######## block 1 ########
Fig. 1: block 1, the metal 3 layer
The bar under the picture is 20 µm long.
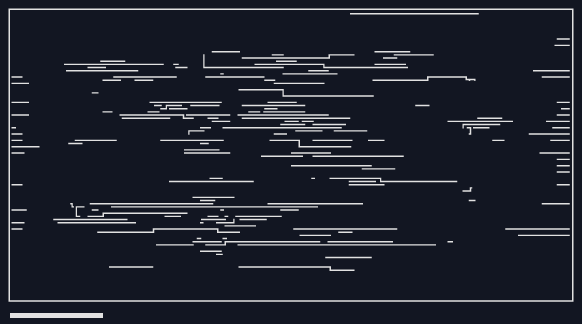

**src/rtl/seg7_scan_if.sv**
```systemverilog
// seg7_scan_if: scan strobe, display data in, and digit/segment drive out.
// master = data source side, slave = display driver.
interface seg7_scan_if #(
  parameter int DIGITS = 8
);
  logic                  tick;
  logic                  en;
  logic [4*DIGITS-1:0]   data;
  logic [DIGITS-1:0]     dp_in;
  logic [DIGITS-1:0]     blank;
  logic [DIGITS-1:0]     an;
  logic [6:0]            seg;
  logic                  dp;
  logic                  frame_done;

  modport master (
    output tick, en, data, dp_in, blank,
    input  an, seg, dp, frame_done
  );

  modport slave (
    input  tick, en, data, dp_in, blank,
    output an, seg, dp, frame_done
  );
endinterface

```
**src/rtl/seg7_scan.sv**
```systemverilog
// seg7_scan: time-multiplexed 7-seg driver, one digit per scan tick.
// Data is frozen per frame at digit 0 so a refresh never tears.
module seg7_scan #(
  parameter int DIGITS     = 8,
  parameter bit ACTIVE_LOW = 1'b1
) (
  input logic        clk,
  input logic        rst,
  seg7_scan_if.slave bus
);
  localparam int            IW   = $clog2(DIGITS);
  localparam logic [IW-1:0] LAST = IW'(DIGITS - 1);
  localparam logic          OFF  = ACTIVE_LOW;

  logic [IW-1:0]       idx;
  logic [IW-1:0]       idx_nxt;
  logic [4*DIGITS-1:0] sh_data;
  logic [DIGITS-1:0]   sh_dp;
  logic [DIGITS-1:0]   sh_blank;
  logic [4*DIGITS-1:0] src_data;
  logic [DIGITS-1:0]   src_dp;
  logic [DIGITS-1:0]   src_blank;
  logic [3:0]          nib;
  logic                on;
  logic [6:0]          hex;
  logic [DIGITS-1:0]   onehot;
  logic [DIGITS-1:0]   an_q;
  logic [DIGITS-1:0]   an_nxt;
  logic [6:0]          seg_q;
  logic [6:0]          seg_nxt;
  logic                dp_q;
  logic                dp_nxt;
  logic                fd_q;

  always_comb begin
    idx_nxt = (idx == LAST) ? '0 : idx + 1'b1;
  end

  // Digit 0 reads live inputs: it is the frame being captured now
  always_comb begin
    src_data  = sh_data;
    src_dp    = sh_dp;
    src_blank = sh_blank;
    if (idx == '0) begin
      src_data  = bus.data;
      src_dp    = bus.dp_in;
      src_blank = bus.blank;
    end
    nib = src_data[{idx, 2'b00} +: 4];
    on  = bus.en & ~src_blank[idx];
  end

  always_comb begin
    hex = 7'h00;
    unique case (nib)
      4'h0: hex = 7'h3F;
      4'h1: hex = 7'h06;
      4'h2: hex = 7'h5B;
      4'h3: hex = 7'h4F;
      4'h4: hex = 7'h66;
      4'h5: hex = 7'h6D;
      4'h6: hex = 7'h7D;
      4'h7: hex = 7'h07;
      4'h8: hex = 7'h7F;
      4'h9: hex = 7'h6F;
      4'hA: hex = 7'h77;
      4'hB: hex = 7'h7C;
      4'hC: hex = 7'h39;
      4'hD: hex = 7'h5E;
      4'hE: hex = 7'h79;
      4'hF: hex = 7'h71;
    endcase
  end

  always_comb begin
    onehot      = '0;
    onehot[idx] = 1'b1;
    an_nxt      = {DIGITS{OFF}};
    seg_nxt     = {7{OFF}};
    dp_nxt      = OFF;
    if (on) begin
      an_nxt  = onehot ^ {DIGITS{OFF}};
      seg_nxt = hex ^ {7{OFF}};
      dp_nxt  = src_dp[idx] ^ OFF;
    end
  end

  always_ff @(posedge clk) begin
    if (rst) begin
      idx      <= '0;
      sh_data  <= '0;
      sh_dp    <= '0;
      sh_blank <= '0;
      an_q     <= {DIGITS{OFF}};
      seg_q    <= {7{OFF}};
      dp_q     <= OFF;
      fd_q     <= 1'b0;
    end else begin
      fd_q <= 1'b0;
      if (bus.tick) begin
        idx   <= idx_nxt;
        an_q  <= an_nxt;
        seg_q <= seg_nxt;
        dp_q  <= dp_nxt;
        fd_q  <= (idx == LAST);
        if (idx == '0) begin
          sh_data  <= bus.data;
          sh_dp    <= bus.dp_in;
          sh_blank <= bus.blank;
        end
      end
    end
  end

  assign bus.an         = an_q;
  assign bus.seg        = seg_q;
  assign bus.dp         = dp_q;
  assign bus.frame_done = fd_q;
endmodule

```
**src/flat_wrapper.sv**
```systemverilog
// flat-port wrapper written by rule: the top's interface ports become plain ports
module seg7_scan_flat 
#(
  parameter int DIGITS     = 8,
  parameter bit ACTIVE_LOW = 1'b1
)
  (clk, rst, bus_tick, bus_en, bus_data, bus_dp_in, bus_blank, bus_an, bus_seg, bus_dp, bus_frame_done);
  seg7_scan_if #(.DIGITS(DIGITS)) bus_i ();
  input logic clk;
  input logic rst;
  input wire logic [$bits(bus_i.tick)-1:0] bus_tick;
  input wire logic [$bits(bus_i.en)-1:0] bus_en;
  input wire logic [$bits(bus_i.data)-1:0] bus_data;
  input wire logic [$bits(bus_i.dp_in)-1:0] bus_dp_in;
  input wire logic [$bits(bus_i.blank)-1:0] bus_blank;
  output wire logic [$bits(bus_i.an)-1:0] bus_an;
  output wire logic [$bits(bus_i.seg)-1:0] bus_seg;
  output wire logic [$bits(bus_i.dp)-1:0] bus_dp;
  output wire logic [$bits(bus_i.frame_done)-1:0] bus_frame_done;
  assign bus_i.tick = bus_tick;
  assign bus_i.en = bus_en;
  assign bus_i.data = bus_data;
  assign bus_i.dp_in = bus_dp_in;
  assign bus_i.blank = bus_blank;
  assign bus_an = bus_i.an;
  assign bus_seg = bus_i.seg;
  assign bus_dp = bus_i.dp;
  assign bus_frame_done = bus_i.frame_done;
  seg7_scan #(.DIGITS(DIGITS), .ACTIVE_LOW(ACTIVE_LOW)) u_core (.clk(clk), .rst(rst), .bus(bus_i));
endmodule
```
**config.mk**
```make
export PLATFORM = sky130hd
export DESIGN_NAME = seg7_scan_flat
export DESIGN_NICKNAME = d
export VERILOG_FILES = /design/src/rtl/seg7_scan_if.sv /design/src/rtl/seg7_scan.sv /design/src/flat_wrapper.sv
export SDC_FILE = /design/constraint.sdc
export NUM_CORES = 1
export LEC_CHECK = 0
export ABC_AREA = 1
export CAP_MARGIN = 20
export CORE_ASPECT_RATIO = 0.5
export CORE_MARGIN = 2
export CORE_UTILIZATION = 59
export CTS_BUF_LIST = sky130_fd_sc_hd__clkbuf_2
export DETAILED_ROUTE_END_ITERATION = 16
export GPL_TIMING_DRIVEN = 0
export PLACE_DENSITY = 0.9
export SYNTH_ARGS = -nofsm -noshare
export SYNTH_HDL_FRONTEND = slang
export SYNTH_SLANG_ARGS = --single-unit
```
**constraint.sdc**
```tcl
create_clock -name clk -period 4.9 [get_ports clk]
set_input_delay 1.47 -clock clk [delete_from_list [all_inputs] [get_ports clk]]
set_output_delay 1.47 -clock clk [all_outputs]
set_load 0.02 [all_outputs]
```
######## block 2 ########
--- config.mk ---
export PLATFORM = sky130hd
export DESIGN_NAME = rate_throttle
export DESIGN_NICKNAME = d
export VERILOG_FILES = /design/src/rtl/rate_throttle.sv
export SDC_FILE = /design/constraint.sdc
export NUM_CORES = 1
export LEC_CHECK = 0
export CAP_MARGIN = 5
export CORE_MARGIN = 1.5
export CORE_UTILIZATION = 55
export CTS_BUF_LIST = sky130_fd_sc_hd__clkbuf_16
export CTS_CLUSTER_DIAMETER = 100
export CTS_CLUSTER_SIZE = 12
export DETAILED_ROUTE_END_ITERATION = 10
export GPL_TIMING_DRIVEN = 0
export PLACE_DENSITY = 0.73
export SLEW_MARGIN = 20
export SYNTH_ARGS = -nofsm -noshare
export SYNTH_HDL_FRONTEND = slang
export SYNTH_SLANG_ARGS = --single-unit
export TNS_END_PERCENT = 50
--- constraint.sdc ---
create_clock -name CLK_50 -period 2.9 [get_ports CLK_50]
set_input_delay 0.58 -clock CLK_50 [delete_from_list [all_inputs] [get_ports CLK_50]]
set_output_delay 0.58 -clock CLK_50 [all_outputs]
set_load 0.02 [all_outputs]
--- src/rtl/rate_throttle.sv ---
// rate_throttle: push-button selectable square-wave rate generator with debounced step buttons.
// Optional feature: define THROTTLE_AUTOREPEAT_EN for hold-to-repeat stepping on each button.
module rate_throttle #(
    parameter int unsigned NUM_STEPS = 6,
    parameter int unsigned DIV_W = 24,
    parameter logic [NUM_STEPS*DIV_W-1:0] DIV_TABLE = {24'd416667, 24'd500000, 24'd625000,
                                                       24'd833333, 24'd1250000, 24'd2500000},
    parameter int unsigned DB_LEN = 8,
    parameter int unsigned INIT_STEP = 0,
    parameter int unsigned REPEAT_DLY = 25000000,
    parameter int unsigned REPEAT_PER = 5000000
) (
    input  logic                         CLK_50,
    input  logic                         reset_n,
    input  logic                         pb_freq_up,
    input  logic                         pb_freq_dn,
    output logic                         slow_clk,
    output logic                         tick,
    output logic [$clog2(NUM_STEPS)-1:0] freq_num,
    output logic                         at_min,
    output logic                         at_max
);
    localparam int unsigned SW = $clog2(NUM_STEPS);
    localparam logic [SW-1:0] MAX_STEP = SW'(NUM_STEPS - 1);
    localparam logic [SW-1:0] RST_STEP = SW'(INIT_STEP);

    logic [1:0] pb_raw;
    logic [1:0] step;
`ifdef THROTTLE_AUTOREPEAT_EN
    localparam int unsigned RPT_MAX = (REPEAT_DLY > REPEAT_PER) ? REPEAT_DLY : REPEAT_PER;
    localparam int unsigned RW = $clog2(RPT_MAX + 1);
    localparam logic [RW-1:0] DLY_LAST = RW'(REPEAT_DLY - 1);
    localparam logic [RW-1:0] PER_LAST = RW'(REPEAT_PER - 1);
    logic [1:0] lvl;
`endif

    assign pb_raw = {pb_freq_dn, pb_freq_up};

    // Index 0 is the up button, index 1 the down button.
    for (genvar b = 0; b < 2; b++) begin : g_btn
        logic              s1_q, s1_d, s2_q, s2_d;
        logic [DB_LEN-1:0] sh_q, sh_d;
        logic              lvl_q, lvl_d;

        always_comb begin
            s1_d = pb_raw[b];
            s2_d = s1_q;
            sh_d = {sh_q[DB_LEN-2:0], s2_q};
            if (&sh_q)
                lvl_d = 1'b1;
            else if (~|sh_q)
                lvl_d = 1'b0;
            else
                lvl_d = lvl_q;
        end

        always_ff @(posedge CLK_50 or negedge reset_n) begin
            if (!reset_n) begin
                s1_q  <= 1'b0;
                s2_q  <= 1'b0;
                sh_q  <= '0;
                lvl_q <= 1'b0;
            end else begin
                s1_q  <= s1_d;
                s2_q  <= s2_d;
                sh_q  <= sh_d;
                lvl_q <= lvl_d;
            end
        end

`ifdef THROTTLE_AUTOREPEAT_EN
        logic [RW-1:0] rpt_q, rpt_d;
        logic          armed_q, armed_d;
        logic          rpt_fire;

        assign lvl[b] = lvl_q;

        // First repeat after REPEAT_DLY held cycles, then every REPEAT_PER; both held disarms.
        always_comb begin
            rpt_d    = rpt_q;
            armed_d  = armed_q;
            rpt_fire = 1'b0;
            if (!lvl_q || (&lvl)) begin
                rpt_d   = '0;
                armed_d = 1'b0;
            end else if (rpt_q == (armed_q ? PER_LAST : DLY_LAST)) begin
                rpt_fire = 1'b1;
                rpt_d    = '0;
                armed_d  = 1'b1;
            end else begin
                rpt_d = rpt_q + 1'b1;
            end
        end

        always_ff @(posedge CLK_50 or negedge reset_n) begin
            if (!reset_n) begin
                rpt_q   <= '0;
                armed_q <= 1'b0;
            end else begin
                rpt_q   <= rpt_d;
                armed_q <= armed_d;
            end
        end

        assign step[b] = (lvl_d & ~lvl_q) | rpt_fire;
`else
        assign step[b] = lvl_d & ~lvl_q;
`endif
    end

    logic [SW-1:0]    freq_q, freq_d;
    logic [DIV_W-1:0] cnt_q, cnt_d;
    logic             slow_q, slow_d;
    logic             tick_q, tick_d;
    logic [DIV_W-1:0] h_raw, h_last;

    always_comb begin
        freq_d = freq_q;
        if (step[0] && !step[1] && freq_q != MAX_STEP)
            freq_d = freq_q + 1'b1;
        else if (step[1] && !step[0] && freq_q != '0)
            freq_d = freq_q - 1'b1;

        h_raw  = DIV_TABLE[freq_q*DIV_W +: DIV_W];
        h_last = (h_raw == '0) ? '0 : h_raw - 1'b1;

        // A rate change restarts the half-period but keeps the output level.
        cnt_d  = cnt_q;
        slow_d = slow_q;
        tick_d = 1'b0;
        if (freq_d != freq_q) begin
            cnt_d = '0;
        end else if (cnt_q == h_last) begin
            cnt_d  = '0;
            slow_d = ~slow_q;
            tick_d = ~slow_q;
        end else begin
            cnt_d = cnt_q + 1'b1;
        end
    end

    always_ff @(posedge CLK_50 or negedge reset_n) begin
        if (!reset_n) begin
            freq_q <= RST_STEP;
            cnt_q  <= '0;
            slow_q <= 1'b0;
            tick_q <= 1'b0;
        end else begin
            freq_q <= freq_d;
            cnt_q  <= cnt_d;
            slow_q <= slow_d;
            tick_q <= tick_d;
        end
    end

    assign freq_num = freq_q;
    assign slow_clk = slow_q;
    assign tick     = tick_q;
    assign at_min   = (freq_q == '0);
    assign at_max   = (freq_q == MAX_STEP);

endmodule
######## block 3 ########
===== src/rtl/coherence_bus_ctrl_pkg.sv =====
// Shared types and constants for the dual-core coherence bus controller.
package coherence_bus_ctrl_pkg;

  localparam int CPUS   = 2;
  localparam int WORD_W = 32;

  typedef logic [WORD_W-1:0] word_t;

  typedef enum logic [1:0] {
    FREE   = 2'd0,
    BUSY   = 2'd1,
    ACCESS = 2'd2,
    ERROR  = 2'd3
  } ramstate_t;

  typedef enum logic [3:0] {
    IDLE   = 4'd0,
    ARB    = 4'd1,
    WB     = 4'd2,
    SNOOP  = 4'd3,
    C2C1   = 4'd4,
    C2C2   = 4'd5,
    RAMRD1 = 4'd6,
    RAMRD2 = 4'd7,
    IFETCH = 4'd8
  } busstate_t;

  // BUSY and ERROR both mean the same access must be retried.
  function automatic logic ram_done(input ramstate_t rs);
    return rs == ACCESS;
  endfunction

endpackage


===== src/rtl/coherence_bus_ctrl_if.sv =====
// Cache-side and RAM-side signals of the coherence bus; master is the controller.
interface coherence_bus_ctrl_if;
  import coherence_bus_ctrl_pkg::*;

  logic [CPUS-1:0]             iREN;
  logic [CPUS-1:0][WORD_W-1:0] iaddr;
  logic [CPUS-1:0]             iwait;
  logic [CPUS-1:0][WORD_W-1:0] iload;

  logic [CPUS-1:0]             dREN;
  logic [CPUS-1:0]             dWEN;
  logic [CPUS-1:0][WORD_W-1:0] daddr;
  logic [CPUS-1:0][WORD_W-1:0] dstore;
  logic [CPUS-1:0]             dwait;
  logic [CPUS-1:0][WORD_W-1:0] dload;

  logic [CPUS-1:0]             ccwrite;
  logic [CPUS-1:0]             cctrans;
  logic [CPUS-1:0]             ccwait;
  logic [CPUS-1:0]             ccinv;
  logic [CPUS-1:0][WORD_W-1:0] ccsnoopaddr;

  logic                        ramREN;
  logic                        ramWEN;
  word_t                       ramaddr;
  word_t                       ramstore;
  word_t                       ramload;
  ramstate_t                   ramstate;

  modport master (
    input  iREN, iaddr, dREN, dWEN, daddr, dstore, ccwrite, cctrans,
           ramload, ramstate,
    output iwait, iload, dwait, dload, ccwait, ccinv, ccsnoopaddr,
           ramREN, ramWEN, ramaddr, ramstore
  );

  modport slave (
    output iREN, iaddr, dREN, dWEN, daddr, dstore, ccwrite, cctrans,
           ramload, ramstate,
    input  iwait, iload, dwait, dload, ccwait, ccinv, ccsnoopaddr,
           ramREN, ramWEN, ramaddr, ramstore
  );

endinterface


===== src/rtl/coherence_bus_ctrl_arb.sv =====
// Two-way round-robin pointer: a lone requester always wins, a tie goes to the
// pointer, and every accepted grant hands priority to the other core.
module rr_arbiter2 (
  input  logic       CLK,
  input  logic       RST,
  input  logic [1:0] req,
  input  logic       advance,
  output logic       grant
);

  logic ptr;

  always_comb begin
    grant = ptr;
    if (req == 2'b01) begin
      grant = 1'b0;
    end else if (req == 2'b10) begin
      grant = 1'b1;
    end
  end

  always_ff @(posedge CLK or posedge RST) begin
    if (RST) begin
      ptr <= 1'b0;
    end else if (advance) begin
      ptr <= ~grant;
    end
  end

endmodule


===== src/rtl/coherence_bus_ctrl.sv =====
// Shared RAM bus controller with snoop sequencing for the dual-core build.
// Optional macro C2C_FORWARD_EN: dirty snoop data goes straight to the requester.
module coherence_bus_ctrl #(
  parameter int CPUS = 2
) (
  input logic                  CLK,
  input logic                  RST,
  coherence_bus_ctrl_if.master bus
);
  import coherence_bus_ctrl_pkg::*;

  busstate_t       state, state_n;
  logic            gnt, gnt_n;
  logic            snp;
  logic            done;
  logic            wb_gnt, rd_gnt, if_gnt;
  logic            wb_adv, rd_adv, if_adv;
  logic [CPUS-1:0] snoop_mask_n;

  assign snp          = ~gnt;
  assign done         = ram_done(bus.ramstate);
  assign snoop_mask_n = gnt_n ? 2'b01 : 2'b10;

  rr_arbiter2 u_wb_arb (
    .CLK     (CLK),
    .RST     (RST),
    .req     (bus.dWEN),
    .advance (wb_adv),
    .grant   (wb_gnt)
  );

  rr_arbiter2 u_rd_arb (
    .CLK     (CLK),
    .RST     (RST),
    .req     (bus.dREN),
    .advance (rd_adv),
    .grant   (rd_gnt)
  );

  rr_arbiter2 u_if_arb (
    .CLK     (CLK),
    .RST     (RST),
    .req     (bus.iREN),
    .advance (if_adv),
    .grant   (if_gnt)
  );

  // Writebacks beat misses beat instruction fetches; only the winning class advances.
  always_comb begin
    state_n = state;
    gnt_n   = gnt;
    wb_adv  = 1'b0;
    rd_adv  = 1'b0;
    if_adv  = 1'b0;
    case (state)
      IDLE: begin
        if (|bus.dWEN || |bus.dREN || |bus.iREN) begin
          state_n = ARB;
        end
      end
      ARB: begin
        if (|bus.dWEN) begin
          state_n = WB;
          gnt_n   = wb_gnt;
          wb_adv  = 1'b1;
        end else if (|bus.dREN) begin
          state_n = SNOOP;
          gnt_n   = rd_gnt;
          rd_adv  = 1'b1;
        end else if (|bus.iREN) begin
          state_n = IFETCH;
          gnt_n   = if_gnt;
          if_adv  = 1'b1;
        end else begin
          state_n = IDLE;
        end
      end
      WB: begin
        if (done) begin
          state_n = IDLE;
        end
      end
      SNOOP: begin
        if (bus.dWEN[snp]) begin
          state_n = C2C1;
        end else if (bus.cctrans[snp]) begin
          state_n = RAMRD1;
        end
      end
      C2C1: begin
        if (done) begin
          state_n = C2C2;
        end
      end
      C2C2: begin
        if (done) begin
`ifdef C2C_FORWARD_EN
          state_n = IDLE;
`else
          state_n = RAMRD1;
`endif
        end
      end
      RAMRD1: begin
        if (done) begin
          state_n = RAMRD2;
        end
      end
      RAMRD2: begin
        if (done) begin
          state_n = IDLE;
        end
      end
      IFETCH: begin
        if (done) begin
          state_n = IDLE;
        end
      end
      default: state_n = IDLE;
    endcase
  end

  // Enables are registered from the next state so an async reset kills them at once.
  always_ff @(posedge CLK or posedge RST) begin
    if (RST) begin
      state      <= IDLE;
      gnt        <= 1'b0;
      bus.ramREN <= 1'b0;
      bus.ramWEN <= 1'b0;
      bus.ccwait <= '0;
      bus.ccinv  <= '0;
    end else begin
      state      <= state_n;
      gnt        <= gnt_n;
      bus.ramREN <= (state_n == RAMRD1) || (state_n == RAMRD2) || (state_n == IFETCH);
      bus.ramWEN <= (state_n == WB) || (state_n == C2C1) || (state_n == C2C2);
      bus.ccwait <= ((state_n == SNOOP) || (state_n == C2C1) || (state_n == C2C2))
                    ? snoop_mask_n : '0;
      bus.ccinv  <= ((state_n == SNOOP) && bus.ccwrite[gnt_n]) ? snoop_mask_n : '0;
    end
  end

  // Addresses track the live request so multi-word transfers follow the cache's word address.
  always_comb begin
    bus.iwait       = '1;
    bus.dwait       = '1;
    bus.iload       = '0;
    bus.dload       = '0;
    bus.ccsnoopaddr = '0;
    bus.ramaddr     = '0;
    bus.ramstore    = '0;
    case (state)
      WB: begin
        bus.ramaddr    = bus.daddr[gnt];
        bus.ramstore   = bus.dstore[gnt];
        bus.dwait[gnt] = ~done;
      end
      SNOOP: begin
        bus.ccsnoopaddr[snp] = bus.daddr[gnt];
      end
      C2C1, C2C2: begin
        bus.ramaddr    = bus.daddr[snp];
        bus.ramstore   = bus.dstore[snp];
        bus.dload[gnt] = bus.dstore[snp];
        bus.dwait[snp] = ~done;
`ifdef C2C_FORWARD_EN
        bus.dwait[gnt] = ~done;
`endif
      end
      RAMRD1, RAMRD2: begin
        bus.ramaddr    = bus.daddr[gnt];
        bus.dload[gnt] = bus.ramload;
        bus.dwait[gnt] = ~done;
      end
      IFETCH: begin
        bus.ramaddr    = bus.iaddr[gnt];
        bus.iload[gnt] = bus.ramload;
        bus.iwait[gnt] = ~done;
      end
      default: ;
    endcase
  end

endmodule

===== src/flat_wrapper.sv =====
// flat-port wrapper written by rule: the top's interface ports become plain ports
module coherence_bus_ctrl_flat import coherence_bus_ctrl_pkg::*;
#(
  parameter int CPUS = 2
)
  (CLK, RST, bus_iREN, bus_iaddr, bus_dREN, bus_dWEN, bus_daddr, bus_dstore, bus_ccwrite, bus_cctrans, bus_ramload, bus_ramstate, bus_iwait, bus_iload, bus_dwait, bus_dload, bus_ccwait, bus_ccinv, bus_ccsnoopaddr, bus_ramREN, bus_ramWEN, bus_ramaddr, bus_ramstore);
  coherence_bus_ctrl_if bus_i ();
  input logic CLK;
  input logic RST;
  input wire logic [$bits(bus_i.iREN)-1:0] bus_iREN;
  input wire logic [$bits(bus_i.iaddr)-1:0] bus_iaddr;
  input wire logic [$bits(bus_i.dREN)-1:0] bus_dREN;
  input wire logic [$bits(bus_i.dWEN)-1:0] bus_dWEN;
  input wire logic [$bits(bus_i.daddr)-1:0] bus_daddr;
  input wire logic [$bits(bus_i.dstore)-1:0] bus_dstore;
  input wire logic [$bits(bus_i.ccwrite)-1:0] bus_ccwrite;
  input wire logic [$bits(bus_i.cctrans)-1:0] bus_cctrans;
  input wire logic [$bits(bus_i.ramload)-1:0] bus_ramload;
  input wire logic [$bits(bus_i.ramstate)-1:0] bus_ramstate;
  output wire logic [$bits(bus_i.iwait)-1:0] bus_iwait;
  output wire logic [$bits(bus_i.iload)-1:0] bus_iload;
  output wire logic [$bits(bus_i.dwait)-1:0] bus_dwait;
  output wire logic [$bits(bus_i.dload)-1:0] bus_dload;
  output wire logic [$bits(bus_i.ccwait)-1:0] bus_ccwait;
  output wire logic [$bits(bus_i.ccinv)-1:0] bus_ccinv;
  output wire logic [$bits(bus_i.ccsnoopaddr)-1:0] bus_ccsnoopaddr;
  output wire logic [$bits(bus_i.ramREN)-1:0] bus_ramREN;
  output wire logic [$bits(bus_i.ramWEN)-1:0] bus_ramWEN;
  output wire logic [$bits(bus_i.ramaddr)-1:0] bus_ramaddr;
  output wire logic [$bits(bus_i.ramstore)-1:0] bus_ramstore;
  assign bus_i.iREN = bus_iREN;
  assign bus_i.iaddr = bus_iaddr;
  assign bus_i.dREN = bus_dREN;
  assign bus_i.dWEN = bus_dWEN;
  assign bus_i.daddr = bus_daddr;
  assign bus_i.dstore = bus_dstore;
  assign bus_i.ccwrite = bus_ccwrite;
  assign bus_i.cctrans = bus_cctrans;
  assign bus_i.ramload = bus_ramload;
  assign bus_i.ramstate = bus_ramstate;
  assign bus_iwait = bus_i.iwait;
  assign bus_iload = bus_i.iload;
  assign bus_dwait = bus_i.dwait;
  assign bus_dload = bus_i.dload;
  assign bus_ccwait = bus_i.ccwait;
  assign bus_ccinv = bus_i.ccinv;
  assign bus_ccsnoopaddr = bus_i.ccsnoopaddr;
  assign bus_ramREN = bus_i.ramREN;
  assign bus_ramWEN = bus_i.ramWEN;
  assign bus_ramaddr = bus_i.ramaddr;
  assign bus_ramstore = bus_i.ramstore;
  coherence_bus_ctrl #(.CPUS(CPUS)) u_core (.CLK(CLK), .RST(RST), .bus(bus_i));
endmodule

===== config.mk =====
export PLATFORM = sky130hd
export DESIGN_NAME = coherence_bus_ctrl_flat
export DESIGN_NICKNAME = d
export VERILOG_FILES = /design/src/rtl/coherence_bus_ctrl_pkg.sv /design/src/rtl/coherence_bus_ctrl_if.sv /design/src/rtl/coherence_bus_ctrl_arb.sv /design/src/rtl/coherence_bus_ctrl.sv /design/src/flat_wrapper.sv
export SDC_FILE = /design/constraint.sdc
export NUM_CORES = 1
export LEC_CHECK = 0
export CAP_MARGIN = 15
export CELL_PAD_IN_SITES_DETAIL_PLACEMENT = 0
export CELL_PAD_IN_SITES_GLOBAL_PLACEMENT = 1
export CORE_AREA = 4 4 195 197
export CTS_CLUSTER_DIAMETER = 200
export DETAILED_ROUTE_END_ITERATION = 8
export DIE_AREA = 0 0 199 201
export PLACE_DENSITY = 0.6
export SYNTH_ARGS = -nofsm -noshare
export SYNTH_HDL_FRONTEND = slang
export SYNTH_SLANG_ARGS = --single-unit

===== constraint.sdc =====
create_clock -name CLK -period 2.35 [get_ports CLK]
set_clock_uncertainty 0.05 [all_clocks]
set_input_delay 0.235 -clock CLK [delete_from_list [all_inputs] [get_ports CLK]]
set_output_delay 0.235 -clock CLK [all_outputs]
set_load 0.005 [all_outputs]

######## block 4 ########
<file path="src/rtl/addsub_seq.sv">
`default_nettype none
// ============================================================================
// Module   : addsub_seq
// Brief    : Digit-serial two's-complement adder/subtractor, DIGIT bits per
//            cycle, valid/ready handshake on both sides. Optional macro
//            ADDSUB_SAT_EN saturates the result on signed overflow.
// Revision : 1.0  initial release
// ============================================================================

module addsub_seq #(
  parameter int WIDTH = 8,
  parameter int DIGIT = 2
) (
  input  logic             clk,
  input  logic             rst_n,
  input  logic             in_valid,
  output logic             in_ready,
  input  logic             m,
  input  logic [WIDTH-1:0] a,
  input  logic [WIDTH-1:0] b,
  output logic             out_valid,
  input  logic             out_ready,
  output logic [WIDTH-1:0] s,
  output logic             v,
  output logic             c
);

  localparam int N     = WIDTH / DIGIT;
  localparam int CNT_W = (N > 1) ? $clog2(N) : 1;
  localparam logic [CNT_W-1:0] LAST_SLICE = CNT_W'(N - 1);

  generate
    if ((DIGIT < 1) || (WIDTH % DIGIT != 0)) begin : g_bad_cfg
      $error("addsub_seq: WIDTH must be a positive multiple of DIGIT");
    end
  endgenerate

  typedef enum logic [1:0] {
    IDLE = 2'd0,
    BUSY = 2'd1,
    DONE = 2'd2
  } state_t;

  state_t state;
  state_t state_nx;

  logic [WIDTH-1:0] opa;
  logic [WIDTH-1:0] opb;
  logic [WIDTH-1:0] acc;
  logic             carry;
  logic [CNT_W-1:0] cnt;

  logic             accept;
  logic             last;
  logic [DIGIT-1:0] sl_a;
  logic [DIGIT-1:0] sl_b;
  logic [DIGIT-1:0] sl_sum;
  logic             sl_cout;
  logic             sl_cmsb;
  logic             ovf;
  logic [WIDTH-1:0] acc_nx;
  logic [WIDTH-1:0] res_final;

  assign in_ready  = (state == IDLE);
  assign out_valid = (state == DONE);
  assign accept    = (state == IDLE) && in_valid;
  assign last      = (state == BUSY) && (cnt == LAST_SLICE);

  // Operands shift right each cycle, so the active slice is always the bottom one.
  assign sl_a = opa[DIGIT-1:0];
  assign sl_b = opb[DIGIT-1:0];
  assign {sl_cout, sl_sum} = {1'b0, sl_a} + {1'b0, sl_b} + (DIGIT+1)'(carry);

  // On the final slice the top bit of the slice is the word MSB.
  assign sl_cmsb = sl_a[DIGIT-1] ^ sl_b[DIGIT-1] ^ sl_sum[DIGIT-1];
  assign ovf     = sl_cmsb ^ sl_cout;

  // Sum bits enter at the top and move down, landing in place after N cycles.
  assign acc_nx = (acc >> DIGIT) | (WIDTH'(sl_sum) << (WIDTH - DIGIT));

`ifdef ADDSUB_SAT_EN
  logic             a_msb;
  logic [WIDTH-1:0] sat_val;

  assign sat_val   = {a_msb, {(WIDTH-1){~a_msb}}};
  assign res_final = ovf ? sat_val : acc_nx;

  always_ff @(posedge clk or negedge rst_n) begin
    if (!rst_n) begin
      a_msb <= 1'b0;
    end else if (accept) begin
      a_msb <= a[WIDTH-1];
    end
  end
`else
  assign res_final = acc_nx;
`endif

  always_ff @(posedge clk or negedge rst_n) begin
    if (!rst_n) begin
      state <= IDLE;
    end else begin
      state <= state_nx;
    end
  end

  always_comb begin
    state_nx = state;
    case (state)
      IDLE:    if (in_valid)  state_nx = BUSY;
      BUSY:    if (last)      state_nx = DONE;
      DONE:    if (out_ready) state_nx = IDLE;
      default:                state_nx = IDLE;
    endcase
  end

  always_ff @(posedge clk or negedge rst_n) begin
    if (!rst_n) begin
      opa   <= '0;
      opb   <= '0;
      acc   <= '0;
      carry <= 1'b0;
      cnt   <= '0;
      s     <= '0;
      v     <= 1'b0;
      c     <= 1'b0;
    end else if (accept) begin
      opa   <= a;
      opb   <= b ^ {WIDTH{m}};
      carry <= m;
      acc   <= '0;
      cnt   <= '0;
    end else if (state == BUSY) begin
      opa   <= opa >> DIGIT;
      opb   <= opb >> DIGIT;
      carry <= sl_cout;
      acc   <= acc_nx;
      cnt   <= last ? '0 : cnt + 1'b1;
      if (last) begin
        s <= res_final;
        v <= ovf;
        c <= sl_cout;
      end
    end
  end

endmodule

`default_nettype wire

</file>
<file path="config.mk">
export PLATFORM = sky130hd
export DESIGN_NAME = addsub_seq
export DESIGN_NICKNAME = d
export VERILOG_FILES = /design/src/rtl/addsub_seq.sv
export SDC_FILE = /design/constraint.sdc
export NUM_CORES = 1
export LEC_CHECK = 0
export CAP_MARGIN = 10
export CORE_MARGIN = 5
export CORE_UTILIZATION = 40
export DETAILED_ROUTE_END_ITERATION = 8
export GPL_ROUTABILITY_DRIVEN = 0
export PLACE_DENSITY = 0.68
export SLEW_MARGIN = 15
export SYNTH_ARGS = -nofsm -noshare
export SYNTH_HDL_FRONTEND = slang
export SYNTH_SLANG_ARGS = --single-unit
export TNS_END_PERCENT = 100
</file>
<file path="constraint.sdc">
create_clock -name clk -period 2 [get_ports clk]
set_input_delay 0.6 -clock clk [delete_from_list [all_inputs] [get_ports clk]]
set_output_delay 0.6 -clock clk [all_outputs]
set_load 0.03 [all_outputs]
</file>
Fig. 2: block 4, I/O nets highlighted
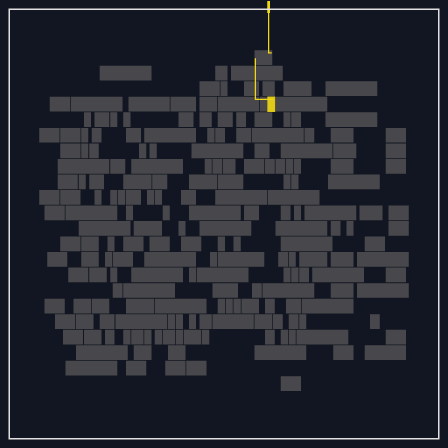
| colour | port | direction | edge | end cells | buffers | wire |
|---|---|---|---|---|---|---|
| yellow | out_valid | output | top | 1 | 1 | 17.8 µm |

==> flow_metrics.tcl, block 4 <==
# implementation run metrics
set metrics [dict create \
    synthAdderAreaFrac_pct 3.852 \
    vias 1260 \
    crit_path_end_kind "primary output" \
    period_minus_slack_ns 1.909 \
    status "finished, final reports clean" \
    area_leaders "dfrtp_1 55%, nand2_1 8.2%, mux2_2 4.0%" \
    initial_utilization_pct 41.63 \
    cts_max_path_buffers 2 \
    tightest_slew_ns 0.6963 \
    met3_usage_pct 4.005 \
    cp.buffers_inverters 1 \
    synth_compound_gate_area_share_pct 10.30 \
    fin_area_um2 2197 \
    yosysTopAreaCell "dfrtp_1" \
    cp_top_family "buffers and inverters" \
    postCtsHoldBufs 0 \
    crit_slowest_cell "clkdlybuf4s50_1" \
]
## block 4: cell type report
cell class | instances | area [µm²] | area share [%]
clock buffers | 7 | 86.33 | 3.929
inverters | 6 | 22.52 | 1.025
multi-input cells | 108 | 674.4 | 30.69
flip-flops and latches | 37 | 925.9 | 42.14
well taps | 50 | 62.56 | 2.847
repair buffers | 42 | 425.4 | 19.36
## block 4: cell usage after synthesis
cell type / n
xor2_1: 4
dfrtp_1: 37
o21ai_2: 2
fa_1: 2
nand2_1: 37
or3b_1: 1
nor3b_2: 1
xnor2_1: 6
clkbuf_2: 1
nand2b_1: 2
nand3_1: 11
o21ai_1: 2
mux2_2: 6
inv_1: 6
o21ai_0: 6
a221o_1: 4
nand3b_1: 1
a22oi_1: 6
ha_1: 2
nor2b_1: 1
nor2_1: 8
a31oi_1: 3
o21bai_1: 1
or3_1: 1
a21oi_1: 1
buf_6: 3
buf_2: 6
## block 4: worst min path at each step
stage	end	depth (start not counted)	slack, ns
3_5_place_dp	opa[3]	2	0.47
4_1_cts	s[4]	2	0.28
6_report	s[1]	2	0.27
2_1_floorplan	acc[2]	0	0.30
3_3_place_gp	opa[2]	2	0.46
5_1_grt	s[4]	2	0.28
Fig. 3: block 3, metal 2
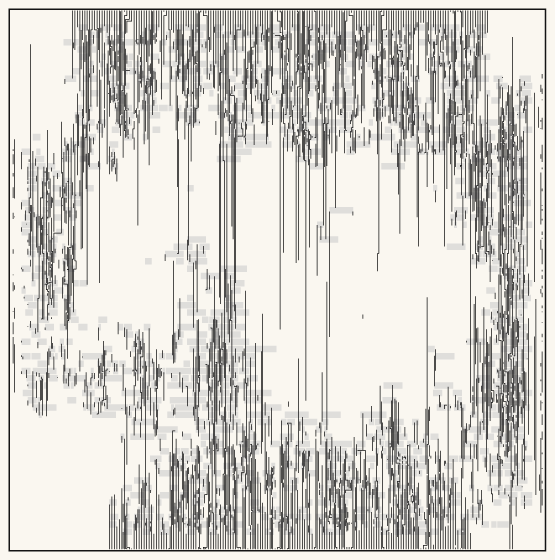
main direction: vertical
wire length on this layer: 20.9 mm
share of all routed wire: 49%
nets with wire on the layer: 1249
longest straight run: 90.4 µm

Fig. 4: block 3, cell classes on the final placement
Fill, decap, tap and diode cells in grey.
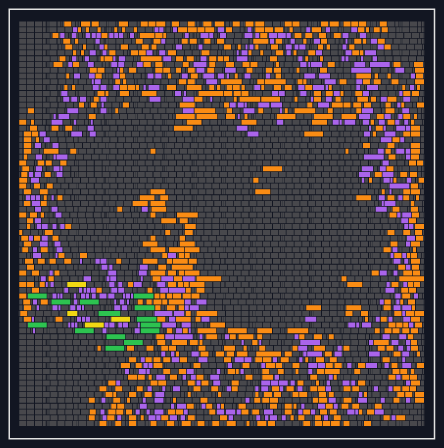
| colour | class | cells | share of their area |
|---|---|---|---|
| yellow | clock drivers and dummy loads | 4 | 0.77% |
| purple | remaining logic cells | 478 | 35% |
| green | registers | 14 | 3.1% |
| orange | remaining buffers and delay cells | 684 | 61% |

==> flow_metrics.tcl, block 3 <==
# implementation run metrics
set metrics [dict create \
    fp.coreArea_um2 36260 \
    ys_top_cells_by_count "68 x and2_1, 67 x and3_1, 66 x a221oi_1, 65 x clkbuf_1, 64 x a22o_1" \
    cts_made_buffers 3 \
    grt_busiest_layer "met2" \
    violations "negative setup slack" \
    grt_max_degree 55 \
    lay_top_count "clkdlybuf4s50_1" \
    worst_slack_ns -0.2237 \
    tritoncts "done" \
    tightest_slew_ns 0.5650 \
    path_clk_slew_ns 0.05 \
    status "finished, violations left" \
    final_cell_mix "246 x clkdlybuf4s50_1, 76 x dlygate4sd2_1, 73 x buf_4" \
    hold_class "input pin to async pin" \
    drc_errors 0 \
    rr_endpoint "u_core.bus.ccwait[0]" \
    critPathMaxFanout 18 \
    finalSetupViolCount 60 \
]
## block 3: worst max-delay path: stages (launching register included)
cell	delay [ns]
dfrtp_2	0.43
or3b_4	0.39
buf_6	0.14
nor3_4	0.24
buf_12	0.19
and2_4	0.15
clkdlybuf4s50_1	0.49
## block 3: cells by family (layout without fill, tap and decap cells)
kind of cell | count (synthesis) | after routing | share of synthesized area [%]
AND-OR/OR-AND | 249 | 249 | 49.91
flip-flops | 14 | 14 | 8.723
AND/OR/NAND/NOR | 219 | 219 | 31.81
buffers and inverters | 87 | 695 | 8.816
multiplexers | 3 | 3 | 0.7477
## block 3: per-stage QoR
step	hold WS [ns]	utilization [%]	std cells	power, µW
2_1_floorplan	0.07422	-	572	3822
3_3_place_gp	0.4225	27.67	1520	9005
3_5_place_dp	0.4173	27.67	1520	8992
4_1_cts	0.3027	31.38	1614	10020
5_1_grt	0.3512	33.52	1648	11890
6_report	0.2959	33.52	1648	11250
## block 3: report_power, final
| group | switching (µW) | internal (µW) |
|---|---|---|
| logic | 5000 | 5470 |
| registers | 76.8 | 345 |
| clock network | 96.5 | 258 |
| total | 5180 | 6070 |
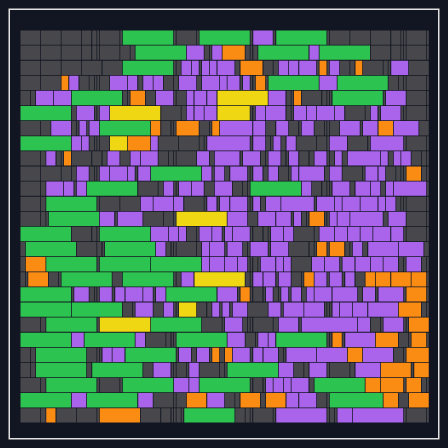
Fig. 5. Cell classes on the final placement (block 2).
Fill, decap, tap and diode cells in grey.
| colour | class | cells | share of their area |
|---|---|---|---|
| green | registers | 51 | 35% |
| yellow | clock drivers and dummy loads | 8 | 4.4% |
| purple | remaining logic cells | 245 | 50% |
| orange | remaining buffers and delay cells | 48 | 11% |
fraction of area in registers: 34.58%
Core Region: 5205 µm²
final core utilization: 70.99%

==> flow_metrics.tcl, block 2 <==
# implementation run metrics
set metrics [dict create \
    status "finished, final reports clean" \
    period_minus_slack_ns 2.820 \
    ir_worst_vdd_mv 0.4692 \
    lay_top_count "dfrtp_1" \
    synth-main-ff-cell "dfrtp_1" \
    synthesis.area_um2 3015 \
    postCtsHoldBufs 0 \
    drv_slew 0 \
    syn_area_per_cell_um2 9.482 \
    tightest_slew_ns 0.7397 \
    synthCells 318 \
    rr_startpoint "freq_num[2]" \
    grt_max_degree 33 \
    edf_count 0 \
    path_clk_slew_ns 0.07 \
    path_class "flip-flop to primary output" \
]
block 2: worst max-delay path, delay by kind of cell (launching register included):
kind	cells	cell delay (ns)
buffers and inverters	5	1.18
DFF	1	0.39
and+or+nand+nor	1	0.12
adders and majority gates	1	0.26
block 2: per-layer routing:
metal	wire, µm	share of wire [%]	vias to the layer above
met5	0	0	-
li1	-	-	1236
met4	158	2.0	0
met1	3588	45	1307
met3	388	4.9	25
met2	3816	48	107
block 2: layout make-up:
cell class	count	area share [%]
multi-input cells	234	47.07
flip-flops and latches	51	34.58
repair buffers	26	6.333
plain buffers	22	4.030
clock buffers	5	3.386
well taps	70	2.370
inverters	11	1.321
clock inverters	3	0.9143
block 2: sequential cells by signal, indices dropped and copies added, names as in the netlist:
signal and flops:
tick 1, cnt_q 24, freq_num 3, slow_clk 1
g_btn.sh_q 16, g_btn.s2_q 2, g_btn.s1_q 2, g_btn.lvl_q 2
block 2: power breakdown:
| part | leakage [µW] | internal [µW] | total (µW) | switching, µW |
|---|---|---|---|---|
| clock network | 0.0000776 | 334 | 622 | 288 |
| registers | 0.000647 | 779 | 854 | 74.5 |
| logic | 0.000788 | 261 | 586 | 324 |
| total | 0.00151 | 1370 | 2060 | 687 |
Fig. 6: block 1, I/O nets highlighted
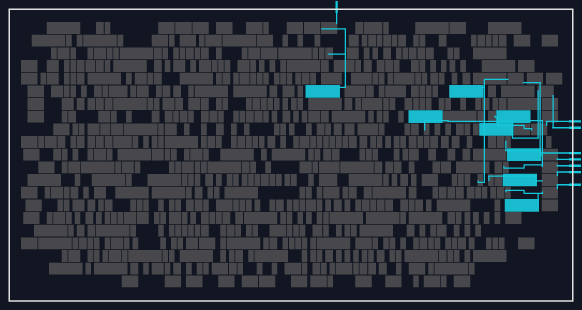
| colour | port | direction | edge | end cells | buffers | wire |
|---|---|---|---|---|---|---|
| cyan | bus_an | output | 7 right, 1 top | 8 | 8 | 217 µm |
# port buffers: 66
io pins: 69

Fig. 7: block 1, placed standard cells
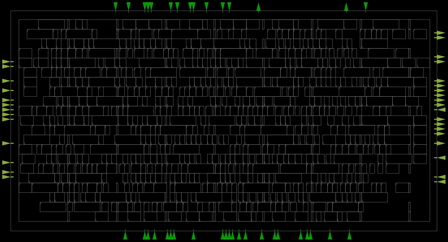
fillers: 552
Final Non-Filler Cells: 826
final core utilization: 73.18%

Notes on Fig. 1 above:
wire length on this layer: 1300 µm
nets with wire on the layer: 116
share of all routed wire: 11%
longest straight run: 44.2 µm
drt total wl: 11690 µm
Vias: 4485
GR met3 Demand/Resource: 7.353%

==> flow_metrics.tcl, block 1 <==
# implementation run metrics
set metrics [dict create \
    wl_per_cell_um 14.15 \
    dp_hpwl_um 8454 \
    final_cell_mix "202 x nand2_1, 100 x inv_1, 68 x dfxtp_1" \
    cts_resized 0 \
    seqCellArea_um2 1361 \
    crit_slowest_cell "clkdlybuf4s50_1" \
    warning_count 32 \
    fp.coreArea_um2 6648 \
    synth.top_cell.area_share_pct 33.89 \
    postPlaceCellArea_um2 4792 \
    wl_met2_um 5059 \
    drv_slew 0 \
    ys_seq_share_pct 33.89 \
    hold_depth 2 \
    hold_class "flip-flop to flip-flop" \
    tritoncts "done" \
    required_ns 3.43 \
    status "finished, final reports clean" \
    grt_pass1_wl_um 18400 \
    cp-endpoint "bus_an[2]" \
    grt_setup_unrepaired "false" \
    synthAdderAreaFrac_pct 2.804 \
    ys.flops 68 \
    cp-startpoint "u_core.bus.an[2]" \
    drv_cap 0 \
    cts_max_path_buffers 2 \
    p_per_area_nw_per_um2 283.2 \
]
block 1: area by class of cell:
cell class                      instances  area share (%)
Inverter                              105           8.102
Timing Repair Buffer                   66           13.58
Buffer                                 34           3.498
Multi-Input combinational cell        446           42.98
Tap cell                               92           2.366
Clock inverter                          4          0.3601
Sequential cell                        68           27.98
Clock buffer                           11           1.132
block 1: flip-flops by register name, summed over array words and instances (netlist names):
name and cells:
u_core.bus.frame_done 1, u_core.sh_dp 8, u_core.bus.seg 7, u_core.sh_data 32, u_core.idx 3, u_core.bus.dp 1, u_core.bus.an 8, u_core.sh_blank 8
block 1: Yosys cell counts:
cell	number
nand2_1	202
inv_1	100
dfxtp_1	68
nand3_1	64
nor2_1	59
o21ai_0	34
o211ai_1	27
clkbuf_1	21
a21oi_1	16
ha_1	9
nand3b_1	9
o21ai_1	7
nor2_2	5
nor3_1	5
buf_2	4
buf_4	4
buf_6	3
inv_2	3
nand2_2	3
o22ai_1	3
buf_1	2
clkinv_1	2
a211oi_1	1
nand3_2	1
nor2_4	1
block 1: where the power goes:
| part | total (µW) | internal, µW | switching (µW) |
|---|---|---|---|
| Clock | 269 | 63.5 | 205 |
| Combinational | 485 | 183 | 302 |
| Sequential | 624 | 599 | 25.4 |


==> layout pictures side by side <==
Placed standard cells.
panel A
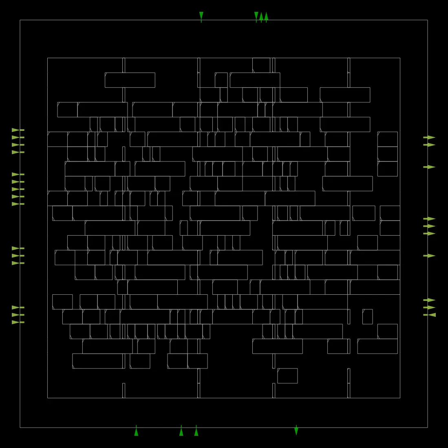
panel B
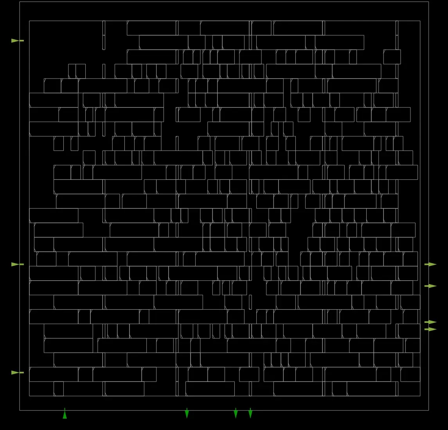
panel C
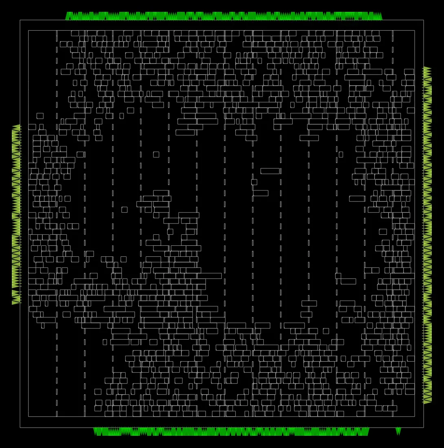
The one with the fewest cells is panel A.
The one with the most sequential cells is panel B.
Panel A comes from block 4.
Panel C comes from block 3.
Panel B comes from block 2.


==> notes/layouts.md <==
Pictures saved along the way, in no particular order.

Metal 2.
Plate I
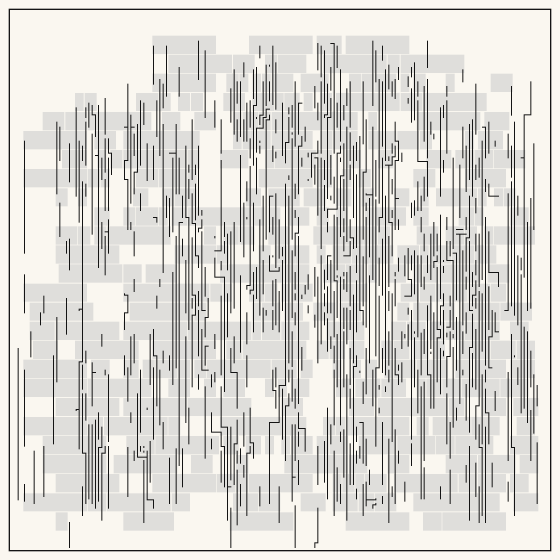
Plate II
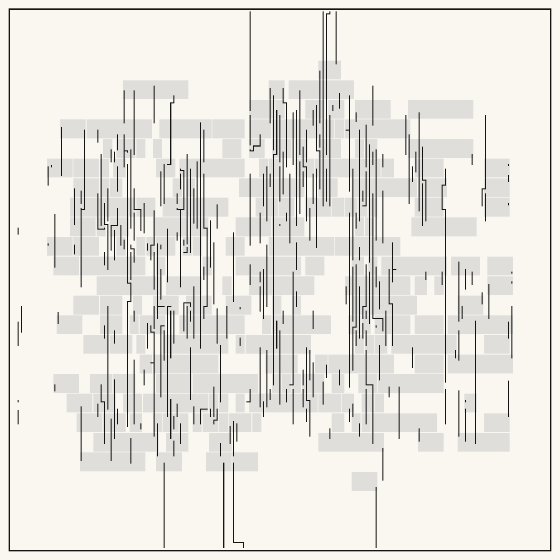
Plate III
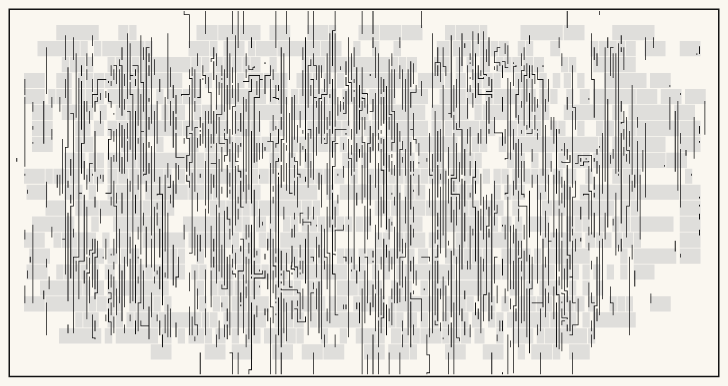
| picture | from |
|---|---|
| Plate I | block 2 |
| Plate III | block 1 |
| Plate II | block 4 |

Power and IR drop assume default switching activity.
